# pipe_rate_change_ctrl

### Clock network drawn from the DEF, pipe_rate_change_ctrl

Drawn at 2 px/µm.
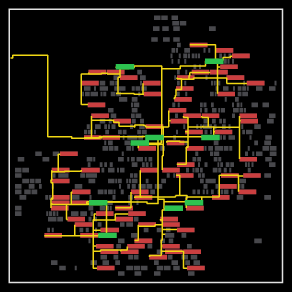

[src/rtl/pcie_pipe_pkg.sv]
// Shared PIPE definitions: generation constants, rate-change FSM states and
// helpers that map a generation / PIPE data width onto PIPE encodings.
package pcie_pipe_pkg;

  localparam logic [2:0] GEN1 = 3'd1;
  localparam logic [2:0] GEN2 = 3'd2;
  localparam logic [2:0] GEN3 = 3'd3;
  localparam logic [2:0] GEN4 = 3'd4;
  localparam logic [2:0] GEN5 = 3'd5;

  typedef enum logic [2:0] {
    RC_IDLE     = 3'd0,
    RC_EIDLE    = 3'd1,
    RC_SET_RATE = 3'd2,
    RC_WAIT_OK  = 3'd3,
    RC_ACK      = 3'd4,
    RC_RELEASE  = 3'd5
  } rateChgState_t;

  // Rate is gen-1, zero-extended; callers only pass a valid generation.
  function automatic logic [3:0] gen_to_rate(input logic [2:0] gen);
    return 4'(gen - 3'd1);
  endfunction

  function automatic logic [4:0] gen_to_pclkrate(input logic [2:0] gen);
    return 5'(gen - 3'd1);
  endfunction

  // PIPE width code: 8 -> 0, 16 -> 1, 32 -> 2.
  function automatic logic [1:0] pipewidth_to_code(input int unsigned w);
    case (w)
      16:      return 2'd1;
      32:      return 2'd2;
      default: return 2'd0;
    endcase
  endfunction

endpackage

[src/rtl/pipe_phystatus_collect.sv]
// Per-lane sticky collector for PhyStatus completions.
//   pclk, reset_n : clock, async active-low reset
//   clear         : drop all collected lanes
//   enable        : collect PhyStatus & mask this cycle
//   mask          : lanes that must complete
//   phyStatus     : per-lane PHY completion pulses
//   allDone_c     : every masked lane has completed, including this cycle
module pipe_phystatus_collect #(
  parameter int unsigned LANESNUMBER = 16
) (
  input  logic                   pclk,
  input  logic                   reset_n,
  input  logic                   clear,
  input  logic                   enable,
  input  logic [LANESNUMBER-1:0] mask,
  input  logic [LANESNUMBER-1:0] phyStatus,
  output logic                   allDone_c
);

  logic [LANESNUMBER-1:0] sticky;
  logic [LANESNUMBER-1:0] seenNow;

  // Lanes seen so far plus this cycle's completions, so a lane finishing
  // on the last cycle is recognised without an extra cycle of latency.
  assign seenNow   = sticky | (phyStatus & mask & {LANESNUMBER{enable}});
  assign allDone_c = enable && (seenNow == mask);

  always_ff @(posedge pclk or negedge reset_n) begin
    if (!reset_n) begin
      sticky <= '0;
    end else if (clear) begin
      sticky <= '0;
    end else if (enable) begin
      sticky <= seenNow;
    end
  end

endmodule

[src/rtl/pipe_rate_change_ctrl.sv]
// PIPE rate / PCLK-rate change sequencer between the LTSSM and the PHY.
//   LTSSM side : req_valid/req_gen/lane_mask in, req_ready/done/error/cur_gen out
//   PHY side   : Rate, PCLKRate, width, PclkChangeAck, TxElecIdle out;
//                PclkChangeOk, PhyStatus in
module pipe_rate_change_ctrl
  import pcie_pipe_pkg::*;
#(
  parameter int unsigned LANESNUMBER    = 16,
  parameter int unsigned MAX_GEN        = 1,
  parameter int unsigned GEN1_PIPEWIDTH = 8,
  parameter int unsigned GEN2_PIPEWIDTH = 8,
  parameter int unsigned GEN3_PIPEWIDTH = 8,
  parameter int unsigned GEN4_PIPEWIDTH = 8,
  parameter int unsigned GEN5_PIPEWIDTH = 8,
  parameter int unsigned EIDLE_CYCLES   = 8,
  parameter int unsigned TIMEOUT_CYCLES = 4096
) (
  input  logic                   pclk,
  input  logic                   reset_n,
  input  logic                   req_valid,
  input  logic [2:0]             req_gen,
  output logic                   req_ready,
  input  logic [LANESNUMBER-1:0] lane_mask,
  output logic                   done,
  output logic                   error,
  output logic [2:0]             cur_gen,
  output logic [3:0]             Rate,
  output logic [4:0]             PCLKRate,
  output logic [1:0]             width,
  output logic                   PclkChangeAck,
  input  logic                   PclkChangeOk,
  input  logic [LANESNUMBER-1:0] PhyStatus,
  output logic [LANESNUMBER-1:0] TxElecIdle
);

  localparam int unsigned CNT_MAX = (TIMEOUT_CYCLES > EIDLE_CYCLES) ? TIMEOUT_CYCLES : EIDLE_CYCLES;
  localparam int unsigned CNT_W   = $clog2(CNT_MAX + 1);
  localparam logic [CNT_W-1:0] EIDLE_LAST   = CNT_W'(EIDLE_CYCLES - 1);
  localparam logic [CNT_W-1:0] TIMEOUT_LAST = CNT_W'(TIMEOUT_CYCLES - 1);
  localparam logic [2:0]       MAX_GEN_C    = 3'(MAX_GEN);

  function automatic logic [1:0] genWidthCode(input logic [2:0] gen);
    case (gen)
      GEN2:    return pipewidth_to_code(GEN2_PIPEWIDTH);
      GEN3:    return pipewidth_to_code(GEN3_PIPEWIDTH);
      GEN4:    return pipewidth_to_code(GEN4_PIPEWIDTH);
      GEN5:    return pipewidth_to_code(GEN5_PIPEWIDTH);
      default: return pipewidth_to_code(GEN1_PIPEWIDTH);
    endcase
  endfunction

  rateChgState_t          state;
  logic [CNT_W-1:0]       cnt;
  logic [2:0]             tgtGen;
  logic [2:0]             prevGen;
  logic [LANESNUMBER-1:0] laneMask;
  logic                   allDone_c;
  logic                   timeoutHit;

  // Sticky register only lives inside ACK; anything seen earlier is dropped.
  pipe_phystatus_collect #(
    .LANESNUMBER(LANESNUMBER)
  ) u_collect (
    .pclk      (pclk),
    .reset_n   (reset_n),
    .clear     (state != RC_ACK),
    .enable    (state == RC_ACK),
    .mask      (laneMask),
    .phyStatus (PhyStatus),
    .allDone_c (allDone_c)
  );

  assign timeoutHit = (cnt == TIMEOUT_LAST);

  // Sequencer: all outputs registered; cnt restarts at every state entry.
  always_ff @(posedge pclk or negedge reset_n) begin
    if (!reset_n) begin
      state         <= RC_IDLE;
      cnt           <= '0;
      tgtGen        <= GEN1;
      prevGen       <= GEN1;
      laneMask      <= '0;
      req_ready     <= 1'b1;
      done          <= 1'b0;
      error         <= 1'b0;
      cur_gen       <= GEN1;
      Rate          <= '0;
      PCLKRate      <= '0;
      width         <= pipewidth_to_code(GEN1_PIPEWIDTH);
      PclkChangeAck <= 1'b0;
      TxElecIdle    <= '0;
    end else begin
      done  <= 1'b0;
      error <= 1'b0;
      case (state)
        RC_IDLE: begin
          if (req_valid && req_ready) begin
            if (req_gen == 3'd0 || req_gen > MAX_GEN_C) begin
              error <= 1'b1;
            end else if (req_gen == cur_gen) begin
              done <= 1'b1;
            end else begin
              tgtGen     <= req_gen;
              prevGen    <= cur_gen;
              // An empty mask means every lane takes part.
              laneMask   <= (lane_mask == '0) ? '1 : lane_mask;
              TxElecIdle <= '1;
              req_ready  <= 1'b0;
              cnt        <= '0;
              state      <= RC_EIDLE;
            end
          end
        end
        RC_EIDLE: begin
          if (cnt == EIDLE_LAST) begin
            Rate     <= gen_to_rate(tgtGen);
            PCLKRate <= gen_to_pclkrate(tgtGen);
            cur_gen  <= tgtGen;
            width    <= genWidthCode(tgtGen);
            cnt      <= '0;
            state    <= RC_SET_RATE;
          end else begin
            cnt <= cnt + CNT_W'(1);
          end
        end
        RC_SET_RATE: begin
          cnt   <= '0;
          state <= RC_WAIT_OK;
        end
        RC_WAIT_OK: begin
          if (PclkChangeOk) begin
            PclkChangeAck <= 1'b1;
            cnt           <= '0;
            state         <= RC_ACK;
          end else if (timeoutHit) begin
            Rate          <= gen_to_rate(prevGen);
            PCLKRate      <= gen_to_pclkrate(prevGen);
            cur_gen       <= prevGen;
            width         <= genWidthCode(prevGen);
            PclkChangeAck <= 1'b0;
            TxElecIdle    <= '0;
            error         <= 1'b1;
            req_ready     <= 1'b1;
            cnt           <= '0;
            state         <= RC_IDLE;
          end else begin
            cnt <= cnt + CNT_W'(1);
          end
        end
        RC_ACK: begin
          if (allDone_c) begin
            PclkChangeAck <= 1'b0;
            TxElecIdle    <= '0;
            done          <= 1'b1;
            cnt           <= '0;
            state         <= RC_RELEASE;
          end else if (timeoutHit) begin
            Rate          <= gen_to_rate(prevGen);
            PCLKRate      <= gen_to_pclkrate(prevGen);
            cur_gen       <= prevGen;
            width         <= genWidthCode(prevGen);
            PclkChangeAck <= 1'b0;
            TxElecIdle    <= '0;
            error         <= 1'b1;
            req_ready     <= 1'b1;
            cnt           <= '0;
            state         <= RC_IDLE;
          end else begin
            cnt <= cnt + CNT_W'(1);
          end
        end
        RC_RELEASE: begin
          req_ready <= 1'b1;
          cnt       <= '0;
          state     <= RC_IDLE;
        end
        default: begin
          req_ready <= 1'b1;
          cnt       <= '0;
          state     <= RC_IDLE;
        end
      endcase
    end
  end

endmodule

[config.mk]
export PLATFORM = sky130hd
export DESIGN_NAME = pipe_rate_change_ctrl
export DESIGN_NICKNAME = d
export VERILOG_FILES = /design/src/rtl/pcie_pipe_pkg.sv /design/src/rtl/pipe_phystatus_collect.sv /design/src/rtl/pipe_rate_change_ctrl.sv
export SDC_FILE = /design/constraint.sdc
export NUM_CORES = 1
export LEC_CHECK = 0
export CAP_MARGIN = 5
export CELL_PAD_IN_SITES_DETAIL_PLACEMENT = 0
export CELL_PAD_IN_SITES_GLOBAL_PLACEMENT = 1
export CORE_MARGIN = 2
export CORE_UTILIZATION = 23
export DETAILED_ROUTE_END_ITERATION = 8
export PLACE_DENSITY = 0.61
export SLEW_MARGIN = 20
export SYNTH_ARGS = -nofsm -noshare
export SYNTH_HDL_FRONTEND = slang
export SYNTH_HIERARCHICAL = 1
export SYNTH_SLANG_ARGS = --single-unit
[constraint.sdc]
create_clock -name pclk -period 3.6 [get_ports pclk]
set_input_delay 0.72 -clock pclk [delete_from_list [all_inputs] [get_ports pclk]]
set_output_delay 0.72 -clock pclk [all_outputs]
set_load 0.05 [all_outputs]
# mem_responder

## config.mk

```make
export PLATFORM = sky130hd
export DESIGN_NAME = mem_responder
export DESIGN_NICKNAME = d
export VERILOG_FILES = /design/src/rtl/isa_pkg.sv /design/src/rtl/mem_array.sv /design/src/rtl/mem_responder.sv
export SDC_FILE = /design/constraint.sdc
export NUM_CORES = 2
export LEC_CHECK = 0
export CAP_MARGIN = 20
export CORE_MARGIN = 5
export CORE_UTILIZATION = 30
export DETAILED_ROUTE_END_ITERATION = 7
export SYNTH_ARGS = -nofsm -noshare
export SYNTH_HDL_FRONTEND = slang
export SYNTH_HIERARCHICAL = 1
export SYNTH_SLANG_ARGS = --single-unit
export TNS_END_PERCENT = 5
```

## constraint.sdc

```tcl
create_clock -name clk -period 8.1 [get_ports clk]
set_input_delay 2.43 -clock clk [delete_from_list [all_inputs] [get_ports clk]]
set_output_delay 2.43 -clock clk [all_outputs]
set_load 0.01 [all_outputs]
```

## src/rtl/isa_pkg.sv

```systemverilog
// Shared ISA definitions: opcode encoding, datapath widths and the data-memory
// responder state type.
package isa_pkg;

    localparam int DATA_W = 8;
    localparam int ADDR_W = 8;

    typedef enum logic [2:0] {
        LW   = 3'b000,
        SW   = 3'b001,
        BNEZ = 3'b010,
        XOR  = 3'b011,
        INC  = 3'b100,
        SHL  = 3'b101,
        SHR  = 3'b110,
        AND  = 3'b111
    } opcode_t;

    typedef enum logic [1:0] {
        IDLE,
        WAIT,
        DONE
    } mem_state_t;

endpackage

```

## src/rtl/mem_array.sv

```systemverilog
// Single-port word storage: synchronous write, synchronous registered read.
// Contents are never reset.
module mem_array #(
    parameter int DATA_W = 8,
    parameter int DEPTH  = 256,
    parameter int IDX_W  = 8
) (
    input  logic              clk,
    input  logic              wrEn,
    input  logic              rdEn,
    input  logic [IDX_W-1:0]  idx,
    input  logic [DATA_W-1:0] wrData,
    output logic [DATA_W-1:0] rdData
);

    logic [DATA_W-1:0] mem [DEPTH];

    always_ff @(posedge clk) begin
        if (wrEn) begin
            mem[idx] <= wrData;
        end
        if (rdEn) begin
            rdData <= mem[idx];
        end
    end

endmodule

```

## src/rtl/mem_responder.sv

```systemverilog
// Data-memory responder: serves lw/sw with fixed wait states, stalling the core.
// Optional last-access buffer for zero-wait load hits: define MEM_LAST_READ_BUF_EN.
module mem_responder #(
    parameter int DATA_W   = isa_pkg::DATA_W,
    parameter int ADDR_W   = isa_pkg::ADDR_W,
    parameter int DEPTH    = 256,
    parameter int WAIT_CYC = 2
) (
    input  logic              clk,
    input  logic              rst_n,
    input  logic              readMem_en,
    input  logic              writeMem_en,
    input  logic [ADDR_W-1:0] addr,
    input  logic [DATA_W-1:0] wdata,
    output logic [DATA_W-1:0] rdata,
    output logic              rdata_valid,
    output logic              stall,
    output logic              err
);
    import isa_pkg::*;

    localparam int IDX_W = (DEPTH > 1) ? $clog2(DEPTH) : 1;
    localparam int CNT_W = (WAIT_CYC > 1) ? $clog2(WAIT_CYC) : 1;

    mem_state_t        state, stateNext;
    opcode_t           opQ;
    logic [IDX_W-1:0]  idxIn, idxQ;
    logic [DATA_W-1:0] wdataQ, rdataQ, arrRd;
    logic [CNT_W-1:0]  cnt;
    logic              loadReq, storeReq, bothReq, bufHit, accept, lastWait;

    assign loadReq  = readMem_en & ~writeMem_en;
    assign storeReq = writeMem_en & ~readMem_en;
    assign bothReq  = readMem_en & writeMem_en;
    // Out-of-range addresses wrap onto the array
    assign idxIn    = IDX_W'({1'b0, addr} % (ADDR_W + 1)'(DEPTH));
    assign accept   = (state == IDLE) & (loadReq | storeReq) & ~bufHit;
    assign lastWait = (state == WAIT) && (cnt == '0);

`ifdef MEM_LAST_READ_BUF_EN
    logic              bufValid;
    logic [IDX_W-1:0]  bufIdx;
    logic [DATA_W-1:0] bufData;

    assign bufHit = (state == IDLE) & loadReq & bufValid & (bufIdx == idxIn);

    always_ff @(posedge clk or negedge rst_n) begin
        if (!rst_n) begin
            bufValid <= 1'b0;
            bufIdx   <= '0;
            bufData  <= '0;
        end else if (state == DONE) begin
            bufValid <= 1'b1;
            bufIdx   <= idxQ;
            bufData  <= (opQ == SW) ? wdataQ : arrRd;
        end
    end
`else
    assign bufHit = 1'b0;
`endif

    always_ff @(posedge clk or negedge rst_n) begin
        if (!rst_n) begin
            state  <= IDLE;
            cnt    <= '0;
            opQ    <= LW;
            idxQ   <= '0;
            wdataQ <= '0;
            rdataQ <= '0;
        end else begin
            state <= stateNext;
            if (accept) begin
                opQ    <= readMem_en ? LW : SW;
                idxQ   <= idxIn;
                wdataQ <= wdata;
                cnt    <= CNT_W'(WAIT_CYC - 1);
            end else if ((state == WAIT) && (cnt != '0)) begin
                cnt <= cnt - CNT_W'(1);
            end
            if ((state == DONE) && (opQ == LW)) begin
                rdataQ <= arrRd;
            end
`ifdef MEM_LAST_READ_BUF_EN
            if (bufHit) begin
                rdataQ <= bufData;
            end
`endif
        end
    end

    always_comb begin
        stateNext   = state;
        stall       = 1'b0;
        err         = 1'b0;
        rdata_valid = 1'b0;
        rdata       = rdataQ;
        case (state)
            IDLE: begin
                if (accept) begin
                    stall     = 1'b1;
                    stateNext = WAIT;
                end
                err = bothReq;
`ifdef MEM_LAST_READ_BUF_EN
                if (bufHit) begin
                    rdata_valid = 1'b1;
                    rdata       = bufData;
                end
`endif
            end
            WAIT: begin
                stall = 1'b1;
                if (cnt == '0) begin
                    stateNext = DONE;
                end
            end
            DONE: begin
                // Enables seen here belong to the finishing instruction
                stateNext = IDLE;
                if (opQ == LW) begin
                    rdata_valid = 1'b1;
                    rdata       = arrRd;
                end
            end
            default: stateNext = IDLE;
        endcase
    end

    mem_array #(
        .DATA_W (DATA_W),
        .DEPTH  (DEPTH),
        .IDX_W  (IDX_W)
    ) uArray (
        .clk    (clk),
        .wrEn   (lastWait & (opQ == SW)),
        .rdEn   (lastWait & (opQ == LW)),
        .idx    (idxQ),
        .wrData (wdataQ),
        .rdData (arrRd)
    );

endmodule

```

# except_commit

$ cat config.mk
export PLATFORM = sky130hd
export DESIGN_NAME = except_commit
export DESIGN_NICKNAME = d
export VERILOG_FILES = /design/src/rtl/csr_pkg.sv /design/src/rtl/except_select.sv /design/src/rtl/except_commit.sv
export SDC_FILE = /design/constraint.sdc
export NUM_CORES = 1
export LEC_CHECK = 0
export CORE_MARGIN = 5
export CORE_UTILIZATION = 30
export CTS_BUF_LIST = sky130_fd_sc_hd__clkbuf_4 sky130_fd_sc_hd__clkbuf_8
export DETAILED_ROUTE_END_ITERATION = 8
export PLACE_DENSITY = 0.73
export SLEW_MARGIN = 20
export SYNTH_ARGS = -nofsm -noshare
export SYNTH_HDL_FRONTEND = slang
export SYNTH_SLANG_ARGS = --single-unit
$ cat constraint.sdc
create_clock -name clk -period 2.66 [get_ports clk]
set_clock_uncertainty 0.2 [all_clocks]
set_input_delay 0.399 -clock clk [delete_from_list [all_inputs] [get_ports clk]]
set_output_delay 0.399 -clock clk [all_outputs]
set_load 0.005 [all_outputs]
$ cat src/rtl/csr_pkg.sv
// Shared CSR/exception constants, commit FSM encoding and ecode classification helpers.
// Optional feature macro: EXCEPT_TLB_EN (TLB-related BADV ecodes and TLB-refill redirect).
package csr_pkg;

    localparam logic [5:0] ECODE_PIL  = 6'h01;
    localparam logic [5:0] ECODE_PIS  = 6'h02;
    localparam logic [5:0] ECODE_PIF  = 6'h03;
    localparam logic [5:0] ECODE_PME  = 6'h04;
    localparam logic [5:0] ECODE_PPI  = 6'h07;
    localparam logic [5:0] ECODE_ADEF = 6'h08;
    localparam logic [5:0] ECODE_ALE  = 6'h09;
    localparam logic [5:0] ECODE_SYS  = 6'h0B;
    localparam logic [5:0] ECODE_TLBR = 6'h3F;

    typedef enum logic [1:0] {
        ST_IDLE     = 2'd0,
        ST_FLUSH    = 2'd1,
        ST_DRAIN    = 2'd2,
        ST_REDIRECT = 2'd3
    } commit_state_t;

    // Ecodes whose fault address must be captured into BADV.
    function automatic logic is_badv(input logic [5:0] ecode);
`ifdef EXCEPT_TLB_EN
        case (ecode)
            ECODE_ADEF, ECODE_ALE, ECODE_PIL, ECODE_PIS,
            ECODE_PIF, ECODE_PME, ECODE_PPI, ECODE_TLBR: return 1'b1;
            default:                                     return 1'b0;
        endcase
`else
        return (ecode == ECODE_ADEF) || (ecode == ECODE_ALE);
`endif
    endfunction

    function automatic logic is_tlb_refill(input logic [5:0] ecode);
`ifdef EXCEPT_TLB_EN
        return ecode == ECODE_TLBR;
`else
        return 1'b0;
`endif
    endfunction

endpackage

$ cat src/rtl/except_select.sv
// Combinational oldest-slot event picker for a two-wide retire stage.
// Slot0 is oldest; slot1 only counts when slot0 retires cleanly. Exception beats ERTN.
module except_select
    import csr_pkg::*;
(
    input  logic [1:0]       commit_valid,
    input  logic [1:0]       commit_except,
    input  logic [1:0]       commit_ertn,
    input  logic [1:0][5:0]  commit_ecode,
    input  logic [1:0][31:0] commit_pc,
    input  logic [1:0][31:0] commit_fault_addr,
    output logic             sel_valid,
    output logic             sel_ertn,
    output logic [5:0]       sel_ecode,
    output logic [31:0]      sel_pc,
    output logic [31:0]      sel_fault
);

    logic [1:0] slot_event;
    logic       slot;

    assign slot_event = commit_valid & (commit_except | commit_ertn);

    always_comb begin
        // NOTE: every output gets a default first so no path leaves a latch behind.
        sel_valid = 1'b0;
        slot      = 1'b0;
        if (slot_event[0]) begin
            sel_valid = 1'b1;
        end else if (slot_event[1] && commit_valid[0]) begin
            sel_valid = 1'b1;
            slot      = 1'b1;
        end
    end

    assign sel_ertn  = sel_valid && !commit_except[slot] && commit_ertn[slot];
    assign sel_ecode = commit_ecode[slot];
    assign sel_pc    = commit_pc[slot];
    assign sel_fault = commit_fault_addr[slot];

endmodule

$ cat src/rtl/except_commit.sv
// Exception/ERTN commit sequencer: IDLE -> FLUSH -> DRAIN -> REDIRECT, all outputs registered.
// Optional feature macro: EXCEPT_TLB_EN (TLB-refill redirect to tlbrentry, wider BADV set).
module except_commit
    import csr_pkg::*;
(
    input  logic             clk,
    input  logic             rst,
    input  logic [1:0]       commit_valid,
    input  logic [1:0]       commit_except,
    input  logic [1:0]       commit_ertn,
    input  logic [1:0][5:0]  commit_ecode,
    input  logic [1:0][31:0] commit_pc,
    input  logic [1:0][31:0] commit_fault_addr,
    input  logic [31:0]      eentry,
    input  logic [31:0]      tlbrentry,
    input  logic [31:0]      era,
    input  logic             drain_done,
    output logic             except_TLB_addr_en,
    output logic [31:0]      except_TLB_addr_PC,
    output logic             era_wr_en,
    output logic [31:0]      era_wr_data,
    output logic             estat_wr_en,
    output logic [5:0]       estat_ecode,
    output logic             flush,
    output logic             commit_stall,
    output logic             redirect_en,
    output logic [31:0]      redirect_pc
);

    commit_state_t state_q, state_d;

    logic        sel_valid, sel_ertn;
    logic [5:0]  sel_ecode;
    logic [31:0] sel_pc, sel_fault;

    logic        cap_ertn_q, cap_ertn_d;
    logic [5:0]  cap_ecode_q, cap_ecode_d;
    logic [31:0] cap_pc_q, cap_pc_d;
    logic [31:0] cap_fault_q, cap_fault_d;

    logic        badv_en_q, badv_en_d;
    logic [31:0] badv_pc_q, badv_pc_d;
    logic        era_wr_en_q, era_wr_en_d;
    logic [31:0] era_wr_data_q, era_wr_data_d;
    logic        estat_wr_en_q, estat_wr_en_d;
    logic [5:0]  estat_ecode_q, estat_ecode_d;
    logic        flush_q, flush_d;
    logic        stall_q, stall_d;
    logic        redirect_en_q, redirect_en_d;
    logic [31:0] redirect_pc_q, redirect_pc_d;
    logic [31:0] handler_pc;

    except_select u_select (
        .commit_valid      (commit_valid),
        .commit_except     (commit_except),
        .commit_ertn       (commit_ertn),
        .commit_ecode      (commit_ecode),
        .commit_pc         (commit_pc),
        .commit_fault_addr (commit_fault_addr),
        .sel_valid         (sel_valid),
        .sel_ertn          (sel_ertn),
        .sel_ecode         (sel_ecode),
        .sel_pc            (sel_pc),
        .sel_fault         (sel_fault)
    );

    // NOTE: sequential state uses non-blocking assignments so every register samples pre-edge values.
    always_ff @(posedge clk) begin
        if (rst) begin
            state_q       <= ST_IDLE;
            cap_ertn_q    <= 1'b0;
            cap_ecode_q   <= '0;
            cap_pc_q      <= '0;
            cap_fault_q   <= '0;
            badv_en_q     <= 1'b0;
            badv_pc_q     <= '0;
            era_wr_en_q   <= 1'b0;
            era_wr_data_q <= '0;
            estat_wr_en_q <= 1'b0;
            estat_ecode_q <= '0;
            flush_q       <= 1'b0;
            stall_q       <= 1'b0;
            redirect_en_q <= 1'b0;
            redirect_pc_q <= '0;
        end else begin
            state_q       <= state_d;
            cap_ertn_q    <= cap_ertn_d;
            cap_ecode_q   <= cap_ecode_d;
            cap_pc_q      <= cap_pc_d;
            cap_fault_q   <= cap_fault_d;
            badv_en_q     <= badv_en_d;
            badv_pc_q     <= badv_pc_d;
            era_wr_en_q   <= era_wr_en_d;
            era_wr_data_q <= era_wr_data_d;
            estat_wr_en_q <= estat_wr_en_d;
            estat_ecode_q <= estat_ecode_d;
            flush_q       <= flush_d;
            stall_q       <= stall_d;
            redirect_en_q <= redirect_en_d;
            redirect_pc_q <= redirect_pc_d;
        end
    end

    // Next state and event capture; commit inputs only matter while idle.
    always_comb begin
        state_d     = state_q;
        cap_ertn_d  = cap_ertn_q;
        cap_ecode_d = cap_ecode_q;
        cap_pc_d    = cap_pc_q;
        cap_fault_d = cap_fault_q;
        unique case (state_q)
            ST_IDLE: begin
                if (sel_valid) begin
                    state_d     = ST_FLUSH;
                    cap_ertn_d  = sel_ertn;
                    cap_ecode_d = sel_ecode;
                    cap_pc_d    = sel_pc;
                    cap_fault_d = sel_fault;
                end
            end
            ST_FLUSH:    state_d = ST_DRAIN;
            ST_DRAIN:    if (drain_done) state_d = ST_REDIRECT;
            ST_REDIRECT: state_d = ST_IDLE;
            default:     state_d = ST_IDLE;
        endcase
    end

`ifdef EXCEPT_TLB_EN
    assign handler_pc = is_tlb_refill(cap_ecode_d) ? tlbrentry : eentry;
`else
    logic unused_tlbrentry;
    assign unused_tlbrentry = ^tlbrentry;
    assign handler_pc       = eentry;
`endif

    // Outputs are decoded from the upcoming state so they appear registered in that state.
    always_comb begin
        badv_en_d     = (state_d == ST_FLUSH) && !cap_ertn_d && is_badv(cap_ecode_d);
        badv_pc_d     = badv_en_d ? cap_fault_d : '0;
        era_wr_en_d   = (state_d == ST_FLUSH) && !cap_ertn_d;
        era_wr_data_d = era_wr_en_d ? cap_pc_d : '0;
        estat_wr_en_d = era_wr_en_d;
        estat_ecode_d = era_wr_en_d ? cap_ecode_d : '0;
        flush_d       = (state_d == ST_FLUSH) || (state_d == ST_DRAIN);
        stall_d       = (state_d != ST_IDLE);
        redirect_en_d = (state_d == ST_REDIRECT);
        redirect_pc_d = '0;
        if (redirect_en_d) begin
            redirect_pc_d = cap_ertn_d ? era : handler_pc;
        end
    end

    assign except_TLB_addr_en = badv_en_q;
    assign except_TLB_addr_PC = badv_pc_q;
    assign era_wr_en          = era_wr_en_q;
    assign era_wr_data        = era_wr_data_q;
    assign estat_wr_en        = estat_wr_en_q;
    assign estat_ecode        = estat_ecode_q;
    assign flush              = flush_q;
    assign commit_stall       = stall_q;
    assign redirect_en        = redirect_en_q;
    assign redirect_pc        = redirect_pc_q;

endmodule

# tuner_lock_phy

File: src/rtl/tuner_lock_phy_pkg.sv
// Shared types and helpers for the microring lock stage: FSM state encoding,
// best-of-three choice codes and the saturating probe-offset function.
package tuner_phy_pkg;

  typedef enum logic [3:0] {
    IDLE       = 4'd0,
    WAIT_PEAKS = 4'd1,
    ERR        = 4'd2,
    APPLY_C    = 4'd3,
    MEAS_C     = 4'd4,
    APPLY_P    = 4'd5,
    MEAS_P     = 4'd6,
    APPLY_M    = 4'd7,
    MEAS_M     = 4'd8,
    UPDATE     = 4'd9
  } tuner_lock_state_e;

  localparam logic [1:0] CH_CENTER = 2'd0;
  localparam logic [1:0] CH_PLUS   = 2'd1;
  localparam logic [1:0] CH_MINUS  = 2'd2;

  // Offset a code by step in either direction, clamping to [0, max_code].
  function automatic logic [31:0] sat_offset(input logic [31:0] code,
                                             input logic [31:0] step,
                                             input logic [31:0] max_code,
                                             input logic        up);
    logic [32:0] sum;
    sum = {1'b0, code} + {1'b0, step};
    if (up) return (sum > {1'b0, max_code}) ? max_code : sum[31:0];
    return (code < step) ? '0 : code - step;
  endfunction

endpackage

File: src/rtl/tuner_lock_phy_cmp.sv
// Combinational best-of-three power selector; ties prefer center, then plus.
module tuner_lock_cmp
  import tuner_phy_pkg::*;
#(
  parameter int ADC_WIDTH = 8
) (
  input  logic [ADC_WIDTH-1:0] pc,
  input  logic [ADC_WIDTH-1:0] pp,
  input  logic [ADC_WIDTH-1:0] pm,
  output logic [1:0]           choice
);

  always_comb begin
    choice = CH_CENTER;
    if (pc >= pp && pc >= pm) choice = CH_CENTER;
    else if (pp >= pm)        choice = CH_PLUS;
    else                      choice = CH_MINUS;
  end

endmodule

File: src/rtl/tuner_lock_phy.sv
// Microring lock stage: latches a selected peak, then runs a center/plus/minus
// dither hill-climb. Optional TUNER_LOCK_DISCARD_EN drops one stale sample per MEAS.
module tuner_lock_phy
  import tuner_phy_pkg::*;
#(
  parameter int DAC_WIDTH   = 8,
  parameter int ADC_WIDTH   = 8,
  parameter int NUM_TARGET  = 4,
  parameter int DITHER_STEP = 1,
  parameter int LOCK_COUNT  = 4
) (
  input  logic                            i_clk,
  input  logic                            i_rst,
  input  logic                            i_lock_en,
  input  logic [$clog2(NUM_TARGET)-1:0]   i_lock_sel,
  input  logic                            i_peaks_val,
  output logic                            o_peaks_rdy,
  input  logic [NUM_TARGET*DAC_WIDTH-1:0] i_ring_tune_peaks,
  input  logic [NUM_TARGET*ADC_WIDTH-1:0] i_pwr_peaks,
  input  logic [$clog2(NUM_TARGET):0]     i_peaks_cnt,
  output logic                            o_ring_tune_val,
  input  logic                            i_ring_tune_rdy,
  output logic [DAC_WIDTH-1:0]            o_ring_tune,
  input  logic                            i_pwr_val,
  output logic                            o_pwr_rdy,
  input  logic [ADC_WIDTH-1:0]            i_pwr,
  output logic                            o_locked,
  output logic                            o_lock_err,
  output logic [DAC_WIDTH-1:0]            o_mon_center,
  output tuner_lock_state_e               o_mon_state
);

  localparam int SEL_W = $clog2(NUM_TARGET);
  localparam int STB_W = $clog2(LOCK_COUNT + 1);
  localparam logic [31:0] MAX_CODE = 32'((64'd1 << DAC_WIDTH) - 64'd1);
  localparam logic [31:0] STEP     = 32'(DITHER_STEP);
  localparam logic [STB_W-1:0] LOCK_MAX = STB_W'(LOCK_COUNT);

  tuner_lock_state_e    state;
  logic [DAC_WIDTH-1:0] center;
  logic [DAC_WIDTH-1:0] tune;
  logic [DAC_WIDTH-1:0] code_p;
  logic [DAC_WIDTH-1:0] code_m;
  logic [DAC_WIDTH-1:0] code_sel;
  logic [DAC_WIDTH-1:0] code_next;
  logic [ADC_WIDTH-1:0] pc;
  logic [ADC_WIDTH-1:0] pp;
  logic [ADC_WIDTH-1:0] pm;
  logic [STB_W-1:0]     stable;
  logic [STB_W-1:0]     stable_nx;
  logic [1:0]           choice;
  logic                 locked;
  logic                 tune_val;
  logic                 sel_err;
  logic                 tune_hs;
  logic                 pwr_take;
  logic                 meas;
  logic                 unused_pwr_peaks;

  assign unused_pwr_peaks = ^i_pwr_peaks;

  assign code_p    = DAC_WIDTH'(sat_offset(32'(center), STEP, MAX_CODE, 1'b1));
  assign code_m    = DAC_WIDTH'(sat_offset(32'(center), STEP, MAX_CODE, 1'b0));
  assign sel_err   = ({1'b0, i_lock_sel} >= i_peaks_cnt);
  assign tune_hs   = tune_val && i_ring_tune_rdy;
  assign meas      = (state == MEAS_C) || (state == MEAS_P) || (state == MEAS_M);
  assign stable_nx = stable + STB_W'(1);

  always_comb begin
    code_sel = '0;
    for (int unsigned i = 0; i < NUM_TARGET; i++)
      if (i_lock_sel == SEL_W'(i)) code_sel = i_ring_tune_peaks[i*DAC_WIDTH +: DAC_WIDTH];
  end

  tuner_lock_cmp #(.ADC_WIDTH(ADC_WIDTH)) u_cmp (
    .pc     (pc),
    .pp     (pp),
    .pm     (pm),
    .choice (choice)
  );

  always_comb begin
    code_next = center;
    case (choice)
      CH_PLUS:  code_next = code_p;
      CH_MINUS: code_next = code_m;
      default:  code_next = center;
    endcase
  end

`ifdef TUNER_LOCK_DISCARD_EN
  // Toggles on each accepted sample: the first is dropped, the second captured.
  logic skip_done;
  always_ff @(posedge i_clk or posedge i_rst) begin
    if (i_rst)                    skip_done <= 1'b0;
    else if (!i_lock_en || !meas) skip_done <= 1'b0;
    else if (i_pwr_val)           skip_done <= !skip_done;
  end
  assign pwr_take = i_pwr_val && skip_done;
`else
  assign pwr_take = i_pwr_val;
`endif

  // Tune code and valid are registered alongside the APPLY transition so the
  // request is presented in the first APPLY cycle.
  always_ff @(posedge i_clk or posedge i_rst) begin
    if (i_rst) begin
      state    <= IDLE;
      center   <= '0;
      tune     <= '0;
      tune_val <= 1'b0;
      pc       <= '0;
      pp       <= '0;
      pm       <= '0;
      stable   <= '0;
      locked   <= 1'b0;
    end else if (!i_lock_en) begin
      state    <= IDLE;
      tune_val <= 1'b0;
      stable   <= '0;
      locked   <= 1'b0;
    end else begin
      case (state)
        IDLE: state <= WAIT_PEAKS;
        WAIT_PEAKS: begin
          if (i_peaks_val) begin
            if (sel_err) begin
              state <= ERR;
            end else begin
              center   <= code_sel;
              tune     <= code_sel;
              tune_val <= 1'b1;
              stable   <= '0;
              state    <= APPLY_C;
            end
          end
        end
        ERR: state <= ERR;
        APPLY_C: if (tune_hs) begin tune_val <= 1'b0; state <= MEAS_C; end
        APPLY_P: if (tune_hs) begin tune_val <= 1'b0; state <= MEAS_P; end
        APPLY_M: if (tune_hs) begin tune_val <= 1'b0; state <= MEAS_M; end
        MEAS_C: begin
          if (pwr_take) begin
            pc       <= i_pwr;
            tune     <= code_p;
            tune_val <= 1'b1;
            state    <= APPLY_P;
          end
        end
        MEAS_P: begin
          if (pwr_take) begin
            pp       <= i_pwr;
            tune     <= code_m;
            tune_val <= 1'b1;
            state    <= APPLY_M;
          end
        end
        MEAS_M: begin
          if (pwr_take) begin
            pm    <= i_pwr;
            state <= UPDATE;
          end
        end
        UPDATE: begin
          center   <= code_next;
          tune     <= code_next;
          tune_val <= 1'b1;
          state    <= APPLY_C;
          if (code_next != center) begin
            stable <= '0;
            locked <= 1'b0;
          end else if (stable != LOCK_MAX) begin
            stable <= stable_nx;
            if (stable_nx == LOCK_MAX) locked <= 1'b1;
          end
        end
        default: state <= IDLE;
      endcase
    end
  end

  assign o_peaks_rdy     = (state == WAIT_PEAKS);
  assign o_pwr_rdy       = meas;
  assign o_lock_err      = (state == ERR);
  assign o_ring_tune_val = tune_val;
  assign o_ring_tune     = tune;
  assign o_locked        = locked;
  assign o_mon_center    = center;
  assign o_mon_state     = state;

endmodule

File: config.mk
export PLATFORM = sky130hd
export DESIGN_NAME = tuner_lock_phy
export DESIGN_NICKNAME = d
export VERILOG_FILES = /design/src/rtl/tuner_lock_phy_pkg.sv /design/src/rtl/tuner_lock_phy_cmp.sv /design/src/rtl/tuner_lock_phy.sv
export SDC_FILE = /design/constraint.sdc
export NUM_CORES = 1
export LEC_CHECK = 0
export CAP_MARGIN = 20
export CORE_ASPECT_RATIO = 0.75
export CORE_MARGIN = 1
export CORE_UTILIZATION = 50
export CTS_BUF_LIST = sky130_fd_sc_hd__clkbuf_2
export DETAILED_ROUTE_END_ITERATION = 16
export GPL_TIMING_DRIVEN = 0
export PLACE_DENSITY = 0.82
export SLEW_MARGIN = 20
export SYNTH_ARGS = -nofsm -noshare
export SYNTH_HDL_FRONTEND = slang
export SYNTH_SLANG_ARGS = --single-unit
File: constraint.sdc
create_clock -name i_clk -period 3.5 [get_ports i_clk]
set_input_delay 0.7 -clock i_clk [delete_from_list [all_inputs] [get_ports i_clk]]
set_output_delay 0.7 -clock i_clk [all_outputs]
set_load 0.01 [all_outputs]

## Gallery

Close-up of the layout.
image #1
Region (385, 122) to (405, 142) µm. Cells in grey, sequential cells in the stronger grey; small squares are vias.
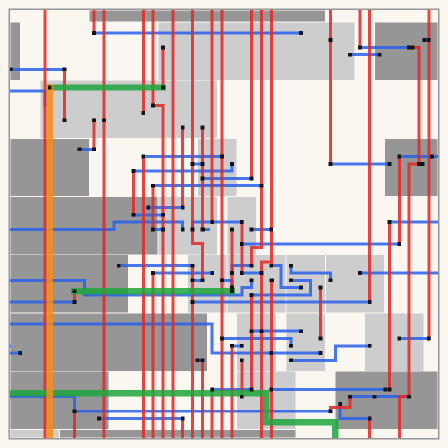
image #2
Region (114, 31) to (134, 51) µm. Cells in grey, sequential cells in the stronger grey; small squares are vias.
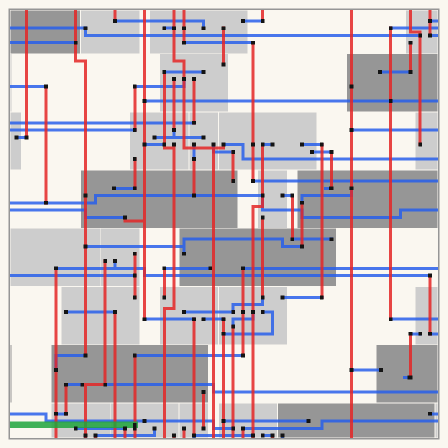
image #3
Region (70, 10) to (90, 30) µm. Cells in grey, sequential cells in the stronger grey; small squares are vias.
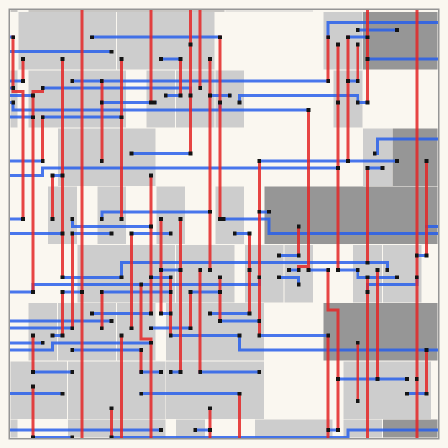
image #2: except_commit
image #3: tuner_lock_phy
image #1: mem_responder

### Signal wires by layer, pipe_rate_change_ctrl

Drawn at 3 px/µm.
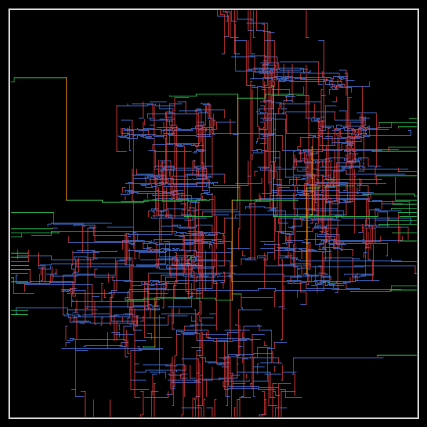
orange -> metal 4  # wire length 219 µm
red -> metal 2  # wire length 4,630 µm
green -> metal 3  # wire length 555 µm
blue -> metal 1  # wire length 5,080 µm
aggregate routed wire length: 10,500 µm
Routed WL per cell: 15.0 µm
gr usage total: 0.120
total number of vias: 3,253

### Track usage over the die, pipe_rate_change_ctrl

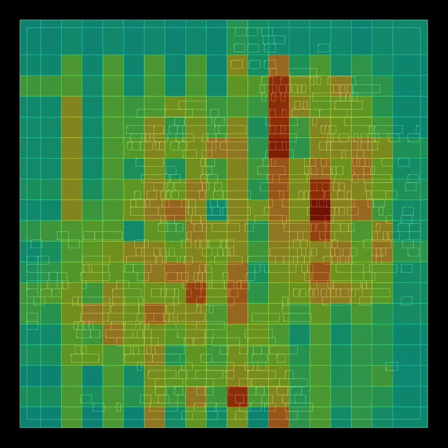
met2 capacity usage during global routing: 0.182
met1 Resource Use GR: 0.161
utilization after layout: 0.300
met3 demand-to-capacity share in global routing: 0.0388

About 'Clock network drawn from the DEF' of pipe_rate_change_ctrl:
yellow -> clock wires  # length 1,190 µm
red -> flip-flops  # count 81
green -> clock drivers  # count 9
routed clock nets = 10
clock group power: 860 µW
largest clock skew in the final design: 0.00571 ns
clock share of power: 0.235
Insertion Delay late pin: 0.34 ns

==> summary.txt, pipe_rate_change_ctrl <==
Flow results are below.

- The filler cells instantiated in the layout total 1,801.
- The post-route cell area is 5140 µm², for reference.
- The path category of the worst min-delay check is input pin to async pin, for reference.
- The detailed-route wire length on metal 1 is 5080 µm, for reference.
- The portion of netlist area occupied by mux cells is 0.0200, for reference.
- Clock tree synthesis selected as its root buffer the cell sky130_fd_sc_hd__clkbuf_16.
- After clock tree synthesis, the clock-pin slew on the worst setup and hold paths is 0.06 ns.
- The critical setup path kind is register to register, for reference.
- The share of the Yosys chip area taken by registers is 0.508.
- The count of antenna-violating nets left after detailed routing is 0, for reference.
- The area fraction of the largest cell type after synthesis is 0.482.
- The yosys synthesis chip area is roughly 4000 µm², for reference.
- Per the STA report, the cell with the highest stage delay on the worst path is sky130_fd_sc_hd__or3b_2.
- Post-CTS timing repair inserted 0 buffers for setup.
- For reference, the top logic cell family by area is AND-OR/OR-AND gates.
- The first element of the critical path is state[0], for reference.
- Internal power comes to 2180 µW.
- For reference, the placement row count at floorplan is about 48.
- The critical path arrival is 3.52 ns, for reference.
- Counting pins that exceed their max-slew limit in the final report gives 0.
- The total power divided by cell area is 712 nW/µm², for reference.
- The synthesized instance count is 409.
- Post-synth the commonest register cell is sky130_fd_sc_hd__dfrtp_1.
- The layout overhead on the synthesized area is 28.6%, for reference.
- The run finished with clean final reports.
- At the end of the flow, the number of nets in the layout was about 510.
- The mean cell area of the mapped netlist is 9.77 µm², for reference.
- The floorplan step defined a core boundary enclosing 17,100 µm².
- The count of clock buffers in the final design is 13, for reference.
- The data required time of the worst path is 3.82 ns, for reference.
- The biggest cell delay along the critical path is 0.52 ns, for reference.
- The H-tree level count is 3, for reference.
- Of all flip-flops after synthesis, the portion carrying an async set or reset was 1.00.
- The number of endpoints with negative hold slack in the final report is 0, for reference.
### Signal wires on met4, except_commit

Drawn at 2 px/µm.
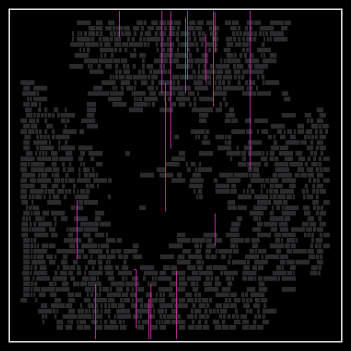
share of all routed wire = 2.4%
main direction = vertical

==> summary.txt, except_commit <==
Flow results are below.

- The detailed router reported a total wirelength of between 20,000 and 30,000 µm.
- The width of the die is 166 µm, for reference.
- The critical setup path kind is input pin to register, for reference.
- The share of the core area taken by cells at floorplan is 0.302.
- After clock tree synthesis, the repair step resized 0 gates.
- The clock distribution area overhead in the final layout is 0.0386, for reference.
- The number of setup buffers added after CTS is 0, for reference.
- The routed length per placed instance is 16.8 µm, for reference.
- The buffers plus inverters on the worst setup path is 3, for reference.
- The run finished with clean final reports.
- The first global-routing pass estimated 38,400 µm of wire.
- In the synthesized netlist, the number of instances is 865.
- The worst-path cell with the longest stage delay is sky130_fd_sc_hd__clkdlybuf4s50_1, for reference.
- The post-synth net total is roughly 1,100, for reference.
- The H-tree level count is 4, for reference.
- The number of filler instances in the final layout is 2,321, for reference.
- Sorting the synthesized cells by how often they occur yields 180 x sky130_fd_sc_hd__dfxtp_1, 114 x sky130_fd_sc_hd__nor2_1, 107 x sky130_fd_sc_hd__nand3_1.
- The TritonCTS clock tree is built, for reference.
- Setup slack on the worst path after placement came out at -0.164 ns.
- Per the layout report, the design carries 7 non-clock inverters.
- The depth of the worst register-to-register path is 8, for reference.
- Dividing the synthesized area by the synthesized cell count gives 8.39 µm².
- The number of stages on the worst hold path is 3, for reference.
- For this run, the detailed router reports a per-instance via density of 4.89.
- STA classifies the critical path startpoint as an input pin.
- The total half-perimeter wirelength after legalization and detailed placement is 18,300 µm, for reference.
- The chip height is 166 µm, for reference.
- The number of buffers created by CTS is 17, for reference.
- The met2 track utilization from global routing is 0.314, for reference.
### Signal wires on met4, tuner_lock_phy

Drawn at 4 px/µm.
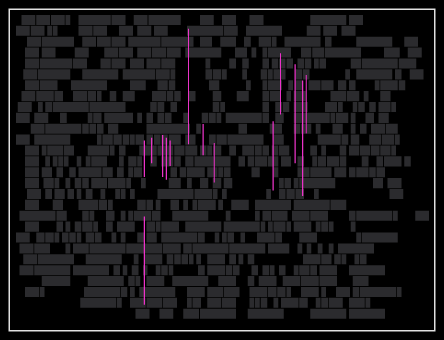
share of all routed wire = 1.7%
nets with wire on the layer = 12
longest straight run = 28.6 µm
main direction = vertical

==> summary.txt, tuner_lock_phy <==
Flow results are below.

- STA classifies the critical path endpoint as a register.
- Per the final timing report, the hold violations number 0.
- The count of non-CTS buffers in the layout is between 100 and 150, for reference.
- The number of maximum-capacitance violations recorded for the run is 0.
- The initial antenna violation count is 0, for reference.
- For reference, the top cells by count after synthesis are 49 x sky130_fd_sc_hd__dfrtp_1, 48 x sky130_fd_sc_hd__nand2_1, 46 x sky130_fd_sc_hd__a21oi_1.
- The met3 track demand over resource in global routing is 0.0539, for reference.
- The endpoint of the most critical register-to-register path is o_ring_tune[4], for reference.
- The commonest register cell after synthesis is sky130_fd_sc_hd__dfrtp_1, for reference.
- The depth of the worst register-to-register path is 11, for reference.
- The portion of netlist area occupied by mux cells is 0.0783, for reference.
- Headroom to the max-slew limit came out at 0.454.
- The switching fraction of total power is 0.473, for reference.
- Yosys reports a chip area of 4060 µm².
- The layout report gives the register share of total cell area as 0.244.
- The number of nets handed over by synthesis was between 500 and 600.
- The power report lists the combinational group at 2340 µW.
- Checking hold timing, the worst path is listed with class input pin to async pin.
- In the synthesized netlist the async set-or-reset flop fraction comes to 1.00.
- The count of buffers from port buffering is 74, for reference.
- The critical path arrival is ~3.6 ns, for reference.
- The layout stage reports a final design area of 5020 µm².
- The number of gates on the worst path with buffers counted is 11, for reference.
- The cell count in the Yosys report is 475, for reference.
- Per the detail_route report, the via count comes to ~4,100.
- The run finished with clean final reports.
- The maximum number of pins on one net before global-route repair is 30, for reference.
- Detailed routing placed a total of 1220 µm of wire on met3.
- The analysis attributes to cell leakage a power of 0.00209 µW.
- The final period utilization is 0.923, for reference.
- Summed over all nets, wire length on met2 after detailed routing comes to between 5000 and 6000 µm.
### Track usage over the die, mem_responder

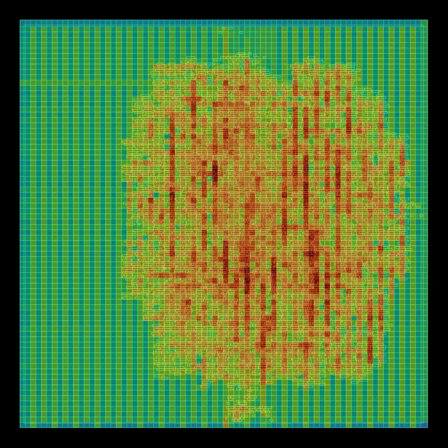
utilization after layout: 0.344
met3 demand-to-capacity share in global routing: 0.0231
met2 capacity usage during global routing: 0.223
gr usage total: 0.136

==> summary.txt, mem_responder <==
Flow results are below.

- The detailed router put a total of 77,800 µm of wire on met1.
- For the final database, setup skew stands at 0.0441 ns.
- The flow ran to the end, and the final reports show no timing, DRC or antenna violations.
- Clock-pin slew was measured on the worst setup and hold paths at 0.07 ns.
- The total routed wirelength is 193,000 µm, for reference.
- Per the synthesis report, the simple-gate share of the synthesized area is 0.0181.
- The total half-perimeter wirelength after legalization and detailed placement is about 110,000 µm, for reference.
- The share of flip-flops with an asynchronous set or reset is 0.0134, for reference.
- The width of the die is 526 µm, for reference.
- RePlAce ended its routability-driven mode at a weighted congestion of 0.764.
- The starting utilization of the core area is 0.301, for reference.
- Across the whole layout, storage elements account for roughly 62,000 µm².
- The number of stages on the worst hold path is 1, for reference.
- The critical path maximum fanout is 4.
- By area, the class that comes first in the final layout consists of flip-flops and latches.


==> gallery <==
Clock network drawn from the DEF.
(a)
Drawn at 1.5 px/µm.
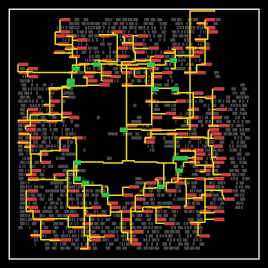
(b)
Drawn at 2 px/µm.
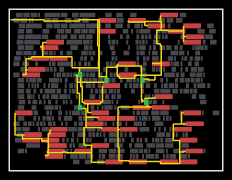
(c)
Drawn at 1 px/µm.
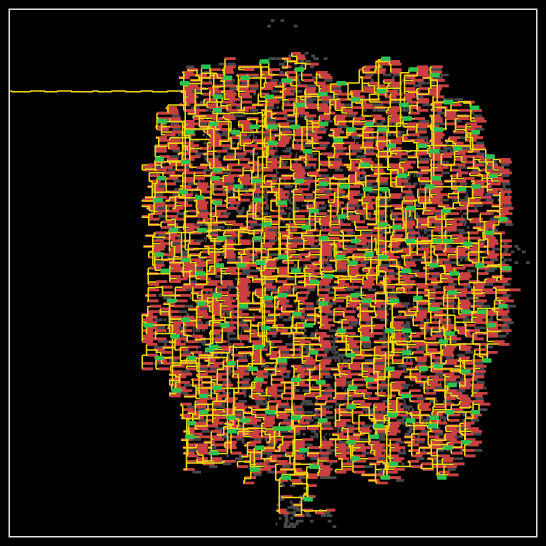
mem_responder is (c).
tuner_lock_phy is (b).
except_commit is (a).


## Gallery

Signal wires by layer.
picture 1
Drawn at 1 px/µm.
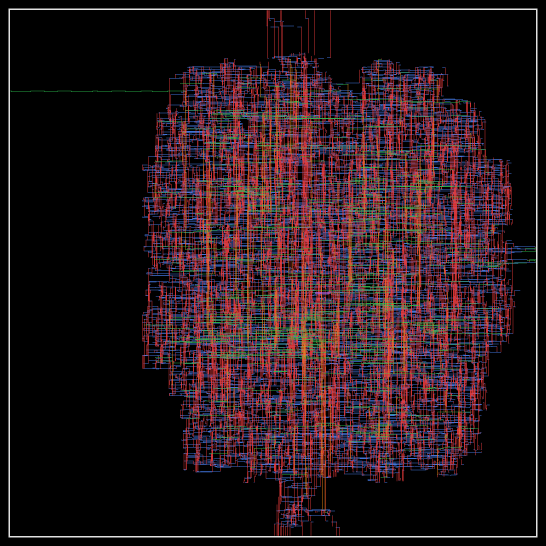
picture 2
Drawn at 4 px/µm.
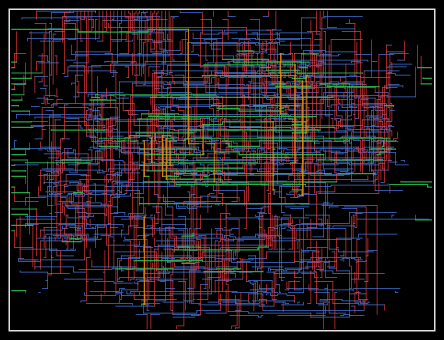
picture 3
Drawn at 2 px/µm.
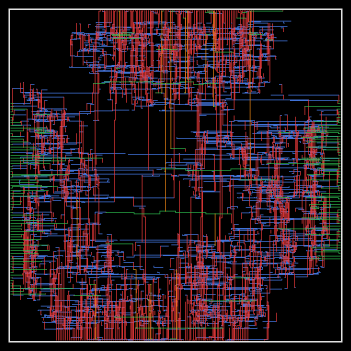
Of these, smallest die: picture 2
- picture 1 = mem_responder
- picture 2 = tuner_lock_phy
- picture 3 = except_commit

Power is estimated from default activity; no workload was simulated.
